######## design 1 ########
==> design_1/met3.png <==
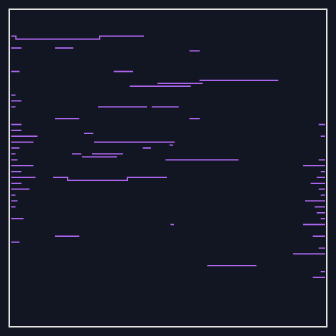

File: src/rtl/alu_seq_pkg.sv
// Shared types for the multi-nibble ALU sequencer:
// FSM states, nibble width and select codes.
package alu_seq_pkg;

  localparam int NIBBLE_W = 4;

  typedef enum logic [1:0] {
    IDLE,
    RUN,
    DRAIN,
    DONE
  } state_t;

  typedef struct packed {
    logic s1;
    logic s0;
    logic m;
  } op_sel_t;

  // m=0 arithmetic (carry chained), m=1 bitwise logic (cin ignored)
  localparam op_sel_t OP_ADD = 3'b000;
  localparam op_sel_t OP_AND = 3'b001;
  localparam op_sel_t OP_SUB = 3'b010;
  localparam op_sel_t OP_OR  = 3'b011;
  localparam op_sel_t OP_INC = 3'b100;
  localparam op_sel_t OP_XOR = 3'b101;
  localparam op_sel_t OP_DEC = 3'b110;
  localparam op_sel_t OP_NOT = 3'b111;

endpackage

File: src/rtl/alu_nibble_seq.sv
// Feeds a registered 4-bit ALU one nibble per cycle, LSB first.
// ALU_SEQ_ZERO_FLAG_EN adds a registered res_zero output.
module alu_nibble_seq
  import alu_seq_pkg::*;
#(
  parameter int NIBBLES = 4
) (
  input  logic                         clk,
  input  logic                         rst,
  input  logic                         in_valid,
  output logic                         in_ready,
  input  logic [NIBBLE_W*NIBBLES-1:0]  op_a,
  input  logic [NIBBLE_W*NIBBLES-1:0]  op_b,
  input  logic [2:0]                   op_sel,
  input  logic                         op_cin,
  output logic [NIBBLE_W-1:0]          alu_a,
  output logic [NIBBLE_W-1:0]          alu_b,
  output logic                         alu_cin,
  output logic                         alu_s1,
  output logic                         alu_s0,
  output logic                         alu_m,
  input  logic [NIBBLE_W-1:0]          alu_f,
  input  logic                         alu_cout,
  output logic                         out_valid,
  input  logic                         out_ready,
  output logic [NIBBLE_W*NIBBLES-1:0]  res,
  output logic                         res_cout
`ifdef ALU_SEQ_ZERO_FLAG_EN
  ,
  output logic                         res_zero
`endif
);

  localparam int W  = NIBBLE_W * NIBBLES;
  localparam int IW = $clog2(NIBBLES);
  localparam logic [IW-1:0] LAST = IW'(NIBBLES - 1);

  state_t        state;
  logic [IW-1:0] idx;
  logic [W-1:0]  a_q;
  logic [W-1:0]  b_q;
  op_sel_t       sel_q;
  logic          cin_q;

  assign in_ready  = (state == IDLE);
  assign out_valid = (state == DONE);

  always_comb begin
    alu_a   = '0;
    alu_b   = '0;
    alu_cin = 1'b0;
    alu_s1  = 1'b0;
    alu_s0  = 1'b0;
    alu_m   = 1'b0;
    if (state == RUN) begin
      for (int i = 0; i < NIBBLES; i++) begin
        if (int'(idx) == i) begin
          alu_a = a_q[i*NIBBLE_W +: NIBBLE_W];
          alu_b = b_q[i*NIBBLE_W +: NIBBLE_W];
        end
      end
      // alu_cout is the previous nibble's registered carry
      alu_cin = (idx == '0) ? cin_q : alu_cout;
      alu_s1  = sel_q.s1;
      alu_s0  = sel_q.s0;
      alu_m   = sel_q.m;
    end
  end

  always_ff @(posedge clk) begin
    if (rst) begin
      state    <= IDLE;
      idx      <= '0;
      a_q      <= '0;
      b_q      <= '0;
      sel_q    <= '0;
      cin_q    <= 1'b0;
      res      <= '0;
      res_cout <= 1'b0;
`ifdef ALU_SEQ_ZERO_FLAG_EN
      res_zero <= 1'b0;
`endif
    end else begin
      unique case (state)
        IDLE: begin
          if (in_valid) begin
            a_q      <= op_a;
            b_q      <= op_b;
            sel_q    <= op_sel_t'(op_sel);
            cin_q    <= op_cin;
            idx      <= '0;
            res      <= '0;
            res_cout <= 1'b0;
`ifdef ALU_SEQ_ZERO_FLAG_EN
            res_zero <= 1'b0;
`endif
            state    <= RUN;
          end
        end
        RUN: begin
          // alu_f now holds the result of nibble idx-1
          for (int i = 0; i < NIBBLES - 1; i++) begin
            if (int'(idx) == i + 1) begin
              res[i*NIBBLE_W +: NIBBLE_W] <= alu_f;
            end
          end
          if (idx == LAST) begin
            idx   <= '0;
            state <= DRAIN;
          end else begin
            idx <= idx + 1'b1;
          end
        end
        DRAIN: begin
          res[W-1 -: NIBBLE_W] <= alu_f;
          res_cout             <= alu_cout;
`ifdef ALU_SEQ_ZERO_FLAG_EN
          res_zero <= (res[W-NIBBLE_W-1:0] == '0)
                   && (alu_f == '0);
`endif
          state <= DONE;
        end
        DONE: begin
          if (out_ready) begin
            state <= IDLE;
          end
        end
      endcase
    end
  end

endmodule

File: config.mk
export PLATFORM = sky130hd
export DESIGN_NAME = alu_nibble_seq
export DESIGN_NICKNAME = d
export VERILOG_FILES = /design/src/rtl/alu_seq_pkg.sv /design/src/rtl/alu_nibble_seq.sv
export SDC_FILE = /design/constraint.sdc
export NUM_CORES = 1
export LEC_CHECK = 0
export ABC_AREA = 0
export CORE_UTILIZATION = 51
export DETAILED_ROUTE_END_ITERATION = 12
export PLACE_DENSITY = 0.85
export SYNTH_ARGS = -nofsm -noshare
export SYNTH_HDL_FRONTEND = slang
export SYNTH_SLANG_ARGS = --single-unit
File: constraint.sdc
create_clock -name clk -period 3.1 [get_ports clk]
set_input_delay 0.93 -clock clk [delete_from_list [all_inputs] [get_ports clk]]
set_output_delay 0.93 -clock clk [all_outputs]
set_load 0.02 [all_outputs]
######## design 2 ########
--- src/rtl/uart_ctrl_rx.sv ---
// uart_ctrl_rx: 8N1 UART receiver with two-flop synchronizer, mid-bit sampling,
// one-cycle byte strobe and a separate framing-error strobe.
module uart_ctrl_rx #(
    parameter int CLK_HZ = 12_000_000,
    parameter int BAUD   = 115200
) (
    input  logic       clk,
    input  logic       rstn,
    input  logic       rx,
    output logic       rcv,
    output logic [7:0] data,
    output logic       busy,
    output logic       ferr
);
    localparam int DIVISOR = CLK_HZ / BAUD;
    localparam int H = DIVISOR / 2;
    localparam int TW = $clog2(DIVISOR);
    localparam logic [TW-1:0] LD_H = TW'(H - 1);
    localparam logic [TW-1:0] LD_D = TW'(DIVISOR - 1);

    if (DIVISOR < 4) begin : g_bad_divisor
        $error("uart_ctrl_rx: DIVISOR must be at least 4");
    end

    typedef enum logic [1:0] {IDLE, START, DATA, STOP} state_t;

    state_t        r_state, w_state_nx;
    logic          r_rx_m, r_rx_s, r_rx_d;
    logic [TW-1:0] r_tmr, w_tmr_nx;
    logic [2:0]    r_idx, w_idx_nx;
    logic [7:0]    r_shift, w_shift_nx, r_data, w_data_nx;
    logic          r_rcv, w_rcv_nx, r_ferr, w_ferr_nx;
    logic          w_edge, w_exp;

    assign w_edge = !r_rx_s && r_rx_d;
    assign w_exp  = (r_tmr == '0);

    // Timer counts down to zero; a reload of N-1 expires exactly N cycles later.
    always_comb begin
        w_state_nx = r_state;
        w_tmr_nx   = (r_state != IDLE && !w_exp) ? r_tmr - 1'b1 : r_tmr;
        w_idx_nx   = r_idx;
        w_shift_nx = r_shift;
        w_data_nx  = r_data;
        w_rcv_nx   = 1'b0;
        w_ferr_nx  = 1'b0;
        case (r_state)
            IDLE: if (w_edge) begin
                w_state_nx = START;
                w_tmr_nx   = LD_H;
            end
            START: if (w_exp) begin
                w_state_nx = r_rx_s ? IDLE : DATA;
                w_tmr_nx   = LD_D;
                w_idx_nx   = '0;
            end
            DATA: if (w_exp) begin
                w_shift_nx = {r_rx_s, r_shift[7:1]};
                w_idx_nx   = r_idx + 1'b1;
                w_tmr_nx   = LD_D;
                w_state_nx = (r_idx == 3'd7) ? STOP : DATA;
            end
            STOP: if (w_exp) begin
                w_state_nx = IDLE;
                w_rcv_nx   = r_rx_s;
                w_ferr_nx  = !r_rx_s;
                w_data_nx  = r_rx_s ? r_shift : r_data;
            end
            default: w_state_nx = IDLE;
        endcase
    end

    always_ff @(posedge clk or negedge rstn) begin
        if (!rstn) begin
            r_rx_m  <= 1'b1;
            r_rx_s  <= 1'b1;
            r_rx_d  <= 1'b1;
            r_state <= IDLE;
            r_tmr   <= '0;
            r_idx   <= '0;
            r_shift <= '0;
            r_data  <= '0;
            r_rcv   <= 1'b0;
            r_ferr  <= 1'b0;
        end else begin
            r_rx_m  <= rx;
            r_rx_s  <= r_rx_m;
            r_rx_d  <= r_rx_s;
            r_state <= w_state_nx;
            r_tmr   <= w_tmr_nx;
            r_idx   <= w_idx_nx;
            r_shift <= w_shift_nx;
            r_data  <= w_data_nx;
            r_rcv   <= w_rcv_nx;
            r_ferr  <= w_ferr_nx;
        end
    end

    assign rcv  = r_rcv;
    assign ferr = r_ferr;
    assign data = r_data;
    assign busy = (r_state != IDLE);
endmodule
--- config.mk ---
export PLATFORM = sky130hd
export DESIGN_NAME = uart_ctrl_rx
export DESIGN_NICKNAME = d
export VERILOG_FILES = /design/src/rtl/uart_ctrl_rx.sv
export SDC_FILE = /design/constraint.sdc
export NUM_CORES = 1
export LEC_CHECK = 0
export ABC_AREA = 1
export ABC_CLOCK_PERIOD_IN_PS = 1400
export CORE_ASPECT_RATIO = 2
export CORE_MARGIN = 1
export CORE_UTILIZATION = 40
export CTS_BUF_LIST = sky130_fd_sc_hd__clkbuf_8 sky130_fd_sc_hd__clkbuf_16
export DETAILED_ROUTE_END_ITERATION = 8
export GPL_TIMING_DRIVEN = 0
export PLACE_DENSITY = 0.62
export SLEW_MARGIN = 10
export SYNTH_ARGS = -nofsm -noshare
export SYNTH_HDL_FRONTEND = slang
export SYNTH_SLANG_ARGS = --single-unit
--- constraint.sdc ---
create_clock -name clk -period 1.4 [get_ports clk]
set_input_delay 0.35 -clock clk [delete_from_list [all_inputs] [get_ports clk]]
set_output_delay 0.35 -clock clk [all_outputs]
set_load 0.05 [all_outputs]
==> design_1/registers.png <==
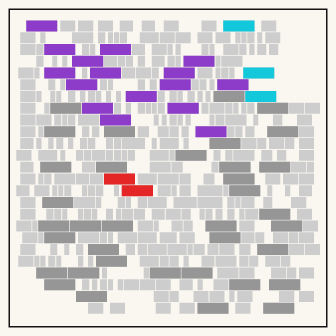
| netlist name | colour | flops |
|---|---|---|
| sel_q | cyan | 3 |
| idx | red | 2 |
| a_q | purple | 16 |
not coloured: 36

==> design_1/final_placement.png <==
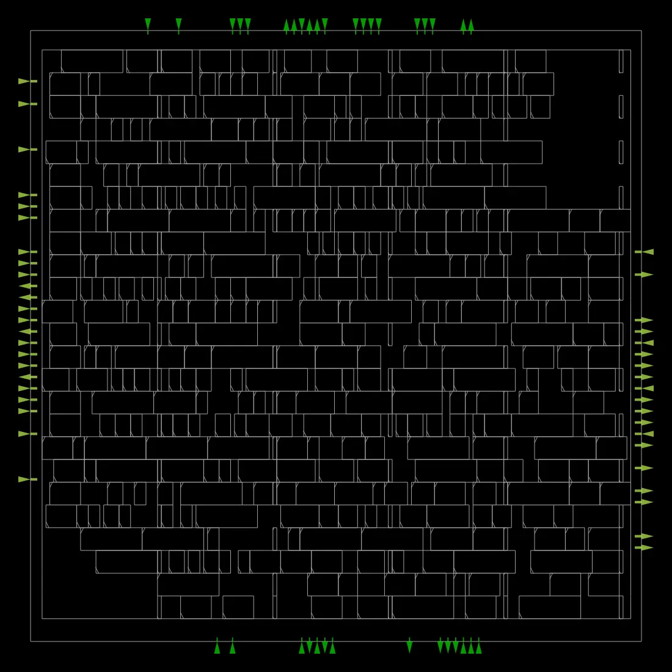
core area: 4790 um^2
flop share of the area: 0.325
num rows: 25

About design_1/met3.png:
longest straight run: 19.3 um
wire length on this layer: 299 um

==> results.json, design 1 <==
{
  "outcome": "complete, no violations",
  "syn_area_per_cell_um2": 8.44,
  "top_cells_by_area": "dfxtp_1 44%, nand2_1 11%, a21oi_1 7.0%",
  "lay_top_count": "nand2_1",
  "h-tree-depth": 3,
  "yosysUniqueCellTypes": 27,
  "top_area_cell": "dfxtp_1",
  "p_comb_mw": 1.13,
  "async_flop_share": 0,
  "path_clk_slew_ns": 0.06,
  "critical_path_class": "flop to primary output",
  "busiest_layer": "met2",
  "ctsResizeCount": 9,
  "fp_util": 0.538,
  "met3_length_um": 298,
  "rsz0062_at_grt": "no",
  "layout_setup_ws_ns": 0.175,
  "grt_max_degree": 46,
  "wl_met1_um": 2780,
  "tightestPinTransition_ns": 0.726,
  "route.top_layer_used": "met4",
  "track_usage": 0.252,
  "dominant_cells": "combinational gates",
  "startpoint_type": "flop",
  "met3_usage": 0.0608,
  "cp-end-kind": "primary output"
}
-- design 1: path summary, 6_finish.rpt --
| path | depth (start not counted) | start | to | slack, ns |
|---|---|---|---|---|
| worst max-delay path | 6 | idx[0]$_SDFFE_PP0P_ | alu_b[1] | 0.18 |
| worst min-delay path | 2 | b_q[11]$_SDFFE_PP0P_ | b_q[11]$_SDFFE_PP0P_ | 0.45 |
| worst max register to register | 5 | state[0]$_SDFFE_PP0P_ | b_q[7]$_SDFFE_PP0P_ | 1.37 |
| worst min register to register | 2 | b_q[11]$_SDFFE_PP0P_ | b_q[11]$_SDFFE_PP0P_ | 0.45 |
-- design 1: critical path, cell delays in order (launching register included) --
cell and delay [ns]:
dfxtp_1 0.41, inv_1 0.09, ha_1 0.25, nor2b_4 0.18, a221oi_1 0.25, o21ai_0 0.15, dlygate4sd2_1 0.34
-- design 1: flip-flops by register name, summed over array words and instances (netlist names) --
register / cells
b_q: 16
cin_q: 1
a_q: 16
idx: 2
sel_q: 3
res: 16
res_cout: 1
state: 2
-- design 1: metrics by stage --
stage	power (mW)	area, um^2
floorplan	1.79	2570
global placement	2.07	3320
detailed placement	2.09	3320
CTS	2.69	3490
global route	2.86	3510
finish	2.70	3510
==> design_2/final_placement.png <==
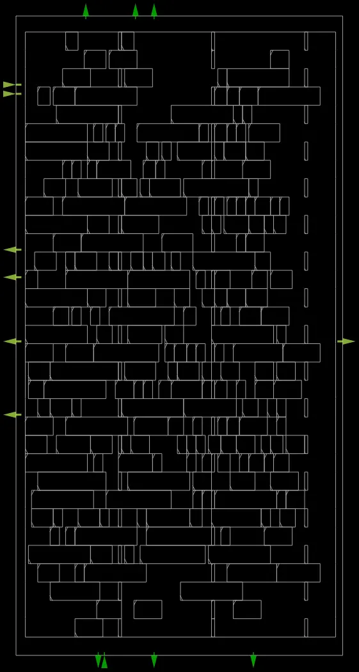
number of fill cells: 380
tap cells: 52
core area: 4130 um^2
flip-flops: 33
Util after Layout: 0.581

==> results.json, design 2 <==
{
  "wl_per_cell_um": 14.0,
  "setup_viol": 16,
  "mux_area_frac": 0,
  "gp_congestion": 0.831,
  "die-area_um2": 4590,
  "top_cell_area_share": 0.435,
  "use_met2": 0.401,
  "layout_setup_ws_ns": -0.201,
  "cts.hold.buffers_added": 0,
  "fp_util": 0.418,
  "adder_share": 0.0581,
  "gr-usage-met1": 0.175,
  "max-slew-margin-rel": 0.511,
  "top_cells_by_area": "dfrtp_1 44%, nand2_1 13%, o21ai_2 7.6%",
  "vias": 1405,
  "finalNetCount": 244,
  "critical_path_class": "flop to primary output",
  "p_seq_frac": 0.280,
  "outcome": "complete, but fails checks",
  "area_growth_pct": 39.1,
  "drtIter0Drc": 21,
  "grt_max_degree": 34,
  "clock_tree.root_cell": "clkbuf_8",
  "hpwl_um": 2640,
  "place_ws_ns": -0.584,
  "syn-num-nets": 205,
  "top_cells_by_count": "59 x nand2_1, 30 x dfrtp_1, 25 x inv_1",
  "track_usage": 0.200,
  "cts_tree": "yes",
  "h-tree-depth": 2,
  "final_cell_mix": "47 x nand2_1, 27 x dfrtp_1, 17 x inv_1, 17 x o21ai_2, 15 x buf_4",
  "placed_area_um2": 1940,
  "period_used_share": 1.14,
  "violations": "negative setup slack",
  "top_cell": "nand2_1",
  "pwr-share-comb": 0.544,
  "power.switching_mw": 1.85,
  "yosys-stat-area_um2": 1720,
  "powerDensity_nw_per_um2": 1840,
  "p_clk_uw": 775,
  "synth-seq-cells": 33,
  "maxCapViolations": 0,
  "hold_viol_final": 0
}
-- design 2: area by class of cell --
type	count	area, um^2
fill	380	1730
multi-input combinational	133	930
sequential	33	833
timing repair buffer	32	323
inverter	26	111
clock buffer	7	96.3
tap	52	65.1
buffer	2	35.0
clock inverter	1	5.00
-- design 2: critical path, cell delays in order, from the launching register on --
cell	delay (ns)
dfrtp_2	0.42
inv_2	0.09
ha_4	0.15
clkinvlp_4	0.13
buf_8	0.18
-- design 2: routing by layer --
layer | wire length, um | part of all wire | up-vias
li1 | - | - | 691
met1 | 1330 | 0.33 | 676
met2 | 2380 | 0.59 | 23
met3 | 81 | 0.020 | 15
met4 | 221 | 0.055 | 0
met5 | 0 | 0 | -
-- design 2: cells by family (layout without fill, tap and decap cells) --
| group | after synthesis | in the layout |
|---|---|---|
| AND/OR/NAND/NOR | 97 | 97 |
| flip-flops | 33 | 33 |
| adder cells (fa/ha/maj) | 8 | 8 |
| AND-OR/OR-AND | 25 | 25 |
| buffers and inverters | 28 | 68 |
| XOR/XNOR | 3 | 3 |

## Gallery

Wiring heat map.
panel A
10 x 19 tiles, from black (low) to pale yellow (high), scaled to the fullest tile. Values are wire area over tile area, all layers added.
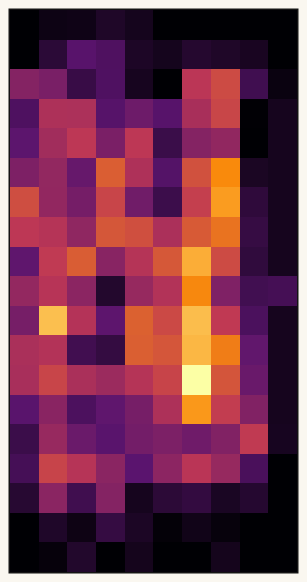
panel B
15 x 15 tiles, from black (low) to pale yellow (high), scaled to the fullest tile. Values are wire area over tile area, all layers added.
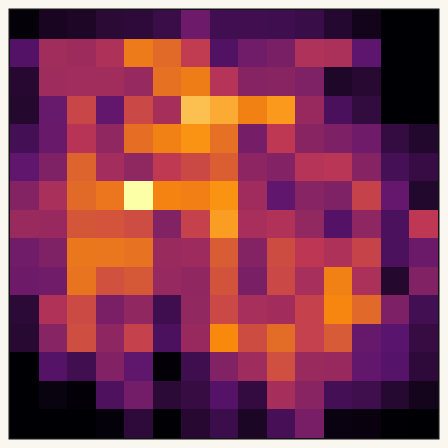
| picture | from |
|---|---|
| panel B | design 1 |
| panel A | design 2 |


######## design 3 ########
## src/rtl/mult_rr_scheduler_if.sv

```systemverilog
// Operand, multiplier and result signals shared by the scheduler and its environment.
// The scheduler uses the slave view; producers, consumer and the multiplier use the master view.
interface mult_rr_scheduler_if #(
    parameter int WIDTH   = 9,
    parameter int NUM_REQ = 4,
    parameter int ID_W    = $clog2(NUM_REQ)
);
    logic [NUM_REQ-1:0]       REQ_VALID;
    logic [NUM_REQ*WIDTH-1:0] REQ_A;
    logic [NUM_REQ*WIDTH-1:0] REQ_B;
    logic [NUM_REQ-1:0]       REQ_READY;
    logic [WIDTH-1:0]         MUL_A;
    logic [WIDTH-1:0]         MUL_B;
    logic [2*WIDTH-1:0]       MUL_P;
    logic                     RES_VALID;
    logic [2*WIDTH-1:0]       RES_DATA;
    logic [ID_W-1:0]          RES_ID;
    logic                     RES_READY;

    modport master (
        output REQ_VALID, REQ_A, REQ_B, MUL_P, RES_READY,
        input  REQ_READY, MUL_A, MUL_B, RES_VALID, RES_DATA, RES_ID
    );

    modport slave (
        input  REQ_VALID, REQ_A, REQ_B, MUL_P, RES_READY,
        output REQ_READY, MUL_A, MUL_B, RES_VALID, RES_DATA, RES_ID
    );
endinterface

```

## src/rtl/mult_rr_scheduler.sv

```systemverilog
// Round-robin scheduler sharing one external combinational multiplier among NUM_REQ requesters.
// One product in flight at a time: IDLE (grant) -> MUL (multiplier settles) -> HOLD (result offered).
module mult_rr_scheduler #(
    parameter int WIDTH   = 9,
    parameter int NUM_REQ = 4,
    parameter int ID_W    = $clog2(NUM_REQ)
) (
    input logic                CLK,
    input logic                RST_N,
    mult_rr_scheduler_if.slave bus
);

    typedef enum logic [1:0] {
        ST_IDLE = 2'd0,
        ST_MUL  = 2'd1,
        ST_HOLD = 2'd2
    } state_t;

    state_t               state_r;
    logic [ID_W-1:0]      ptr_r;
    logic [WIDTH-1:0]     mul_a_r;
    logic [WIDTH-1:0]     mul_b_r;
    logic [2*WIDTH-1:0]   res_data_r;
    logic [ID_W-1:0]      res_id_r;
    logic                 res_valid_r;

    logic [WIDTH-1:0]     req_a_s [NUM_REQ];
    logic [WIDTH-1:0]     req_b_s [NUM_REQ];
    logic                 win_found_s;
    logic [ID_W-1:0]      win_idx_s;
    logic [ID_W-1:0]      ptr_next_s;
    logic [NUM_REQ-1:0]   ready_s;

    // Unpack the per-requester operand slices
    always_comb begin
        for (int i = 0; i < NUM_REQ; i++) begin
            req_a_s[i] = bus.REQ_A[i*WIDTH +: WIDTH];
            req_b_s[i] = bus.REQ_B[i*WIDTH +: WIDTH];
        end
    end

    // Rotating-priority search: first valid requester at or after ptr_r, wrapping modulo NUM_REQ
    always_comb begin
        int              pos_v;
        logic [ID_W-1:0] idx_v;
        win_found_s = 1'b0;
        win_idx_s   = '0;
        pos_v       = 0;
        idx_v       = '0;
        for (int k = 0; k < NUM_REQ; k++) begin
            pos_v = (int'(ptr_r) + k) % NUM_REQ;
            idx_v = pos_v[ID_W-1:0];
            if (!win_found_s && bus.REQ_VALID[idx_v]) begin
                win_found_s = 1'b1;
                win_idx_s   = idx_v;
            end else begin
                win_found_s = win_found_s;
            end
        end
    end

    // Pointer advances to the requester after the winner, wrapping at NUM_REQ
    always_comb begin
        ptr_next_s = '0;
        if (win_idx_s == ID_W'(NUM_REQ - 1)) begin
            ptr_next_s = '0;
        end else begin
            ptr_next_s = win_idx_s + ID_W'(1);
        end
    end

    // One-hot grant, only offered in IDLE and never while reset is asserted
    always_comb begin
        ready_s = '0;
        if (RST_N && (state_r == ST_IDLE) && win_found_s) begin
            ready_s[win_idx_s] = 1'b1;
        end else begin
            ready_s = '0;
        end
    end

    // Scheduler state machine with registered multiplier operands and result
    always_ff @(posedge CLK) begin
        if (!RST_N) begin
            state_r     <= ST_IDLE;
            ptr_r       <= '0;
            mul_a_r     <= '0;
            mul_b_r     <= '0;
            res_data_r  <= '0;
            res_id_r    <= '0;
            res_valid_r <= 1'b0;
        end else begin
            case (state_r)
                ST_IDLE: begin
                    if (win_found_s) begin
                        mul_a_r  <= req_a_s[win_idx_s];
                        mul_b_r  <= req_b_s[win_idx_s];
                        res_id_r <= win_idx_s;
                        ptr_r    <= ptr_next_s;
                        state_r  <= ST_MUL;
                    end else begin
                        state_r  <= ST_IDLE;
                    end
                end
                ST_MUL: begin
                    res_data_r  <= bus.MUL_P;
                    res_valid_r <= 1'b1;
                    state_r     <= ST_HOLD;
                end
                ST_HOLD: begin
                    if (bus.RES_READY) begin
                        res_valid_r <= 1'b0;
                        state_r     <= ST_IDLE;
                    end else begin
                        state_r     <= ST_HOLD;
                    end
                end
                default: begin
                    res_valid_r <= 1'b0;
                    state_r     <= ST_IDLE;
                end
            endcase
        end
    end

    assign bus.REQ_READY = ready_s;
    assign bus.MUL_A     = mul_a_r;
    assign bus.MUL_B     = mul_b_r;
    assign bus.RES_VALID = res_valid_r;
    assign bus.RES_DATA  = res_data_r;
    assign bus.RES_ID    = res_id_r;

endmodule

```

## src/flat_wrapper.sv

```systemverilog
// flat-port wrapper written by rule: the top's interface ports become plain ports
module mult_rr_scheduler_flat 
#(
    parameter int WIDTH   = 9,
    parameter int NUM_REQ = 4,
    parameter int ID_W    = $clog2(NUM_REQ)
)
  (CLK, RST_N, bus_REQ_VALID, bus_REQ_A, bus_REQ_B, bus_MUL_P, bus_RES_READY, bus_REQ_READY, bus_MUL_A, bus_MUL_B, bus_RES_VALID, bus_RES_DATA, bus_RES_ID);
  mult_rr_scheduler_if #(.WIDTH(WIDTH), .NUM_REQ(NUM_REQ), .ID_W(ID_W)) bus_i ();
  input logic CLK;
  input logic RST_N;
  input wire logic [$bits(bus_i.REQ_VALID)-1:0] bus_REQ_VALID;
  input wire logic [$bits(bus_i.REQ_A)-1:0] bus_REQ_A;
  input wire logic [$bits(bus_i.REQ_B)-1:0] bus_REQ_B;
  input wire logic [$bits(bus_i.MUL_P)-1:0] bus_MUL_P;
  input wire logic [$bits(bus_i.RES_READY)-1:0] bus_RES_READY;
  output wire logic [$bits(bus_i.REQ_READY)-1:0] bus_REQ_READY;
  output wire logic [$bits(bus_i.MUL_A)-1:0] bus_MUL_A;
  output wire logic [$bits(bus_i.MUL_B)-1:0] bus_MUL_B;
  output wire logic [$bits(bus_i.RES_VALID)-1:0] bus_RES_VALID;
  output wire logic [$bits(bus_i.RES_DATA)-1:0] bus_RES_DATA;
  output wire logic [$bits(bus_i.RES_ID)-1:0] bus_RES_ID;
  assign bus_i.REQ_VALID = bus_REQ_VALID;
  assign bus_i.REQ_A = bus_REQ_A;
  assign bus_i.REQ_B = bus_REQ_B;
  assign bus_i.MUL_P = bus_MUL_P;
  assign bus_i.RES_READY = bus_RES_READY;
  assign bus_REQ_READY = bus_i.REQ_READY;
  assign bus_MUL_A = bus_i.MUL_A;
  assign bus_MUL_B = bus_i.MUL_B;
  assign bus_RES_VALID = bus_i.RES_VALID;
  assign bus_RES_DATA = bus_i.RES_DATA;
  assign bus_RES_ID = bus_i.RES_ID;
  mult_rr_scheduler #(.WIDTH(WIDTH), .NUM_REQ(NUM_REQ), .ID_W(ID_W)) u_core (.CLK(CLK), .RST_N(RST_N), .bus(bus_i));
endmodule
```

## config.mk

```make
export PLATFORM = sky130hd
export DESIGN_NAME = mult_rr_scheduler_flat
export DESIGN_NICKNAME = d
export VERILOG_FILES = /design/src/rtl/mult_rr_scheduler_if.sv /design/src/rtl/mult_rr_scheduler.sv /design/src/flat_wrapper.sv
export SDC_FILE = /design/constraint.sdc
export NUM_CORES = 1
export LEC_CHECK = 0
export CAP_MARGIN = 20
export CORE_MARGIN = 5
export CORE_UTILIZATION = 32
export CTS_CLUSTER_SIZE = 24
export DETAILED_ROUTE_END_ITERATION = 8
export PLACE_DENSITY_LB_ADDON = 0.3
export SYNTH_ARGS = -nofsm -noshare
export SYNTH_HDL_FRONTEND = slang
export SYNTH_SLANG_ARGS = --single-unit
```

## constraint.sdc

```tcl
create_clock -name CLK -period 2 [get_ports CLK]
set_input_delay 0.4 -clock CLK [delete_from_list [all_inputs] [get_ports CLK]]
set_output_delay 0.4 -clock CLK [all_outputs]
set_load 0.005 [all_outputs]
```

==> design_3/met3.png <==
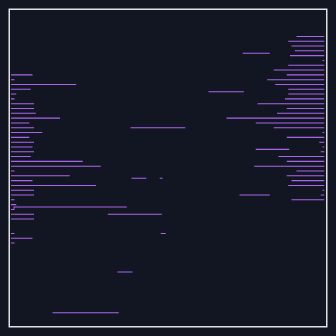
nets with wire on the layer: 74
main direction: horizontal
longest straight run: 31.7 um
wire length on this layer: 706 um

==> results.json <==
{
  "drtIter0Drc": 175,
  "hold_viol_final": 0,
  "fillCellCount": 558,
  "yosysUniqueCellTypes": 34,
  "yosys-stat-area_um2": 2020,
  "period_used_share": 0.989,
  "postCtsSetupBuffers": 0,
  "min_period_ns": 1.98,
  "track_usage": 0.159,
  "hpwl_um": 5240,
  "die_height_um": 89.4,
  "gr-total-overflow": 0,
  "top_cells_by_count": "43 x dfxtp_1, 41 x nand2_1, 20 x mux2i_1",
  "internal_power_mw": 1.87,
  "top_cells_by_area": "dfxtp_1 43%, mux2i_1 9.9%, a222oi_1 8.9%",
  "logic_family": "AND-OR/OR-AND gates",
  "h-tree-depth": 2,
  "antennaDiodeCount": 0,
  "area_growth_pct": 85.6,
  "holdWs_ns": 0.463,
  "nonClkBufAreaFrac": 0.426,
  "design_area_um2": 3750,
  "outcome": "complete, no violations",
  "combGateArea_um2": 1080,
  "crit_slowest_cell": "or4_4",
  "max-slew-margin-rel": 0.548,
  "core_um2": 6240,
  "min_from": "u_core.bus.RES_DATA[8]$_SDFFE_PN0P_"
}
==> registers in the layout, indices dropped and copies added (netlist names) <==
| signal | count |
|---|---|
| u_core.bus.RES_DATA | 18 |
| u_core.bus.MUL_A | 9 |
| u_core.bus.MUL_B | 9 |
| u_core.bus.RES_ID | 2 |
| u_core.ptr_r | 2 |
| u_core.state_r | 2 |
| u_core.bus.RES_VALID | 1 |
==> per-layer routing <==
metal | GRT usage | vias to the layer above | part of all wire
met2 | 0.272 | 86 | 0.50
met1 | 0.192 | 1041 | 0.39
met3 | 0.0507 | 5 | 0.10
li1 | - | 1116 | -
met5 | 0 | - | 0
met4 | 0.0447 | 0 | 0.0061
==> per-stage QoR <==
step                      setup WS, ns   util
after floorplan                0.00161      -
after global placement          -0.657  0.577
after detailed placement        -0.677  0.577
after CTS                      -0.0194  0.593
after global routing           -0.0283  0.600
final                           0.0220  0.600
==> cells by family (layout without fill, tap and decap cells) <==
logic type,Yosys count,after routing
flops,43,43
compound gates,73,73
buf+inv,17,178
mux,20,20
simple gates,61,61
fa+ha+maj,1,1


==> screenshots <==
Port wiring.
shot_01.png
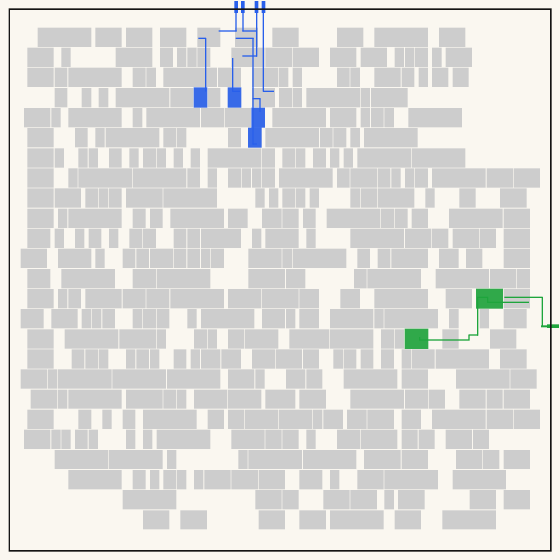
shot_02.png
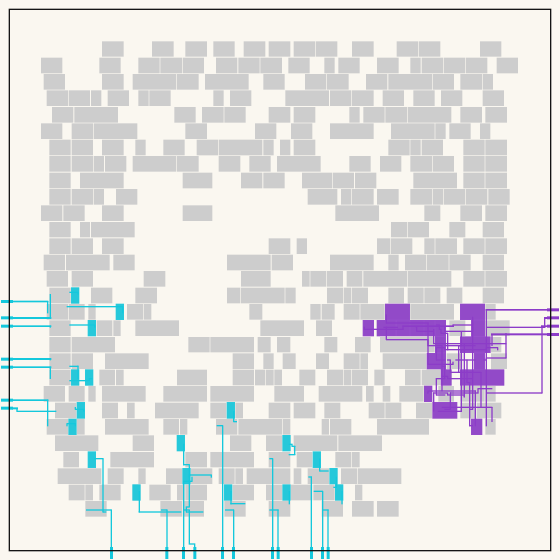
shot_03.png
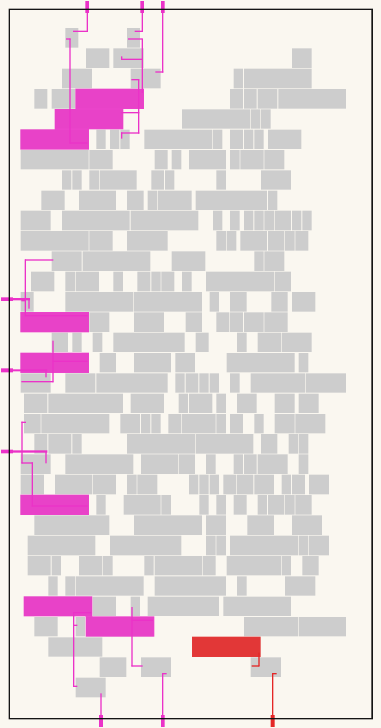
Of these, fewest cells: shot_03.png
- design 2 = shot_03.png
- design 1 = shot_01.png
- design 3 = shot_02.png

Key to shot_01.png:
| port | colour | bits | direction | edge | end cells | buffers | wire |
|---|---|---|---|---|---|---|---|
| alu_cout | green | 1 | input | right | 2 | 1 | 31.1 um |
| alu_a | blue | 4 | output | top | 4 | 4 | 62.3 um |

Power figures rest on the tool's default switching activity, not on a simulated workload.
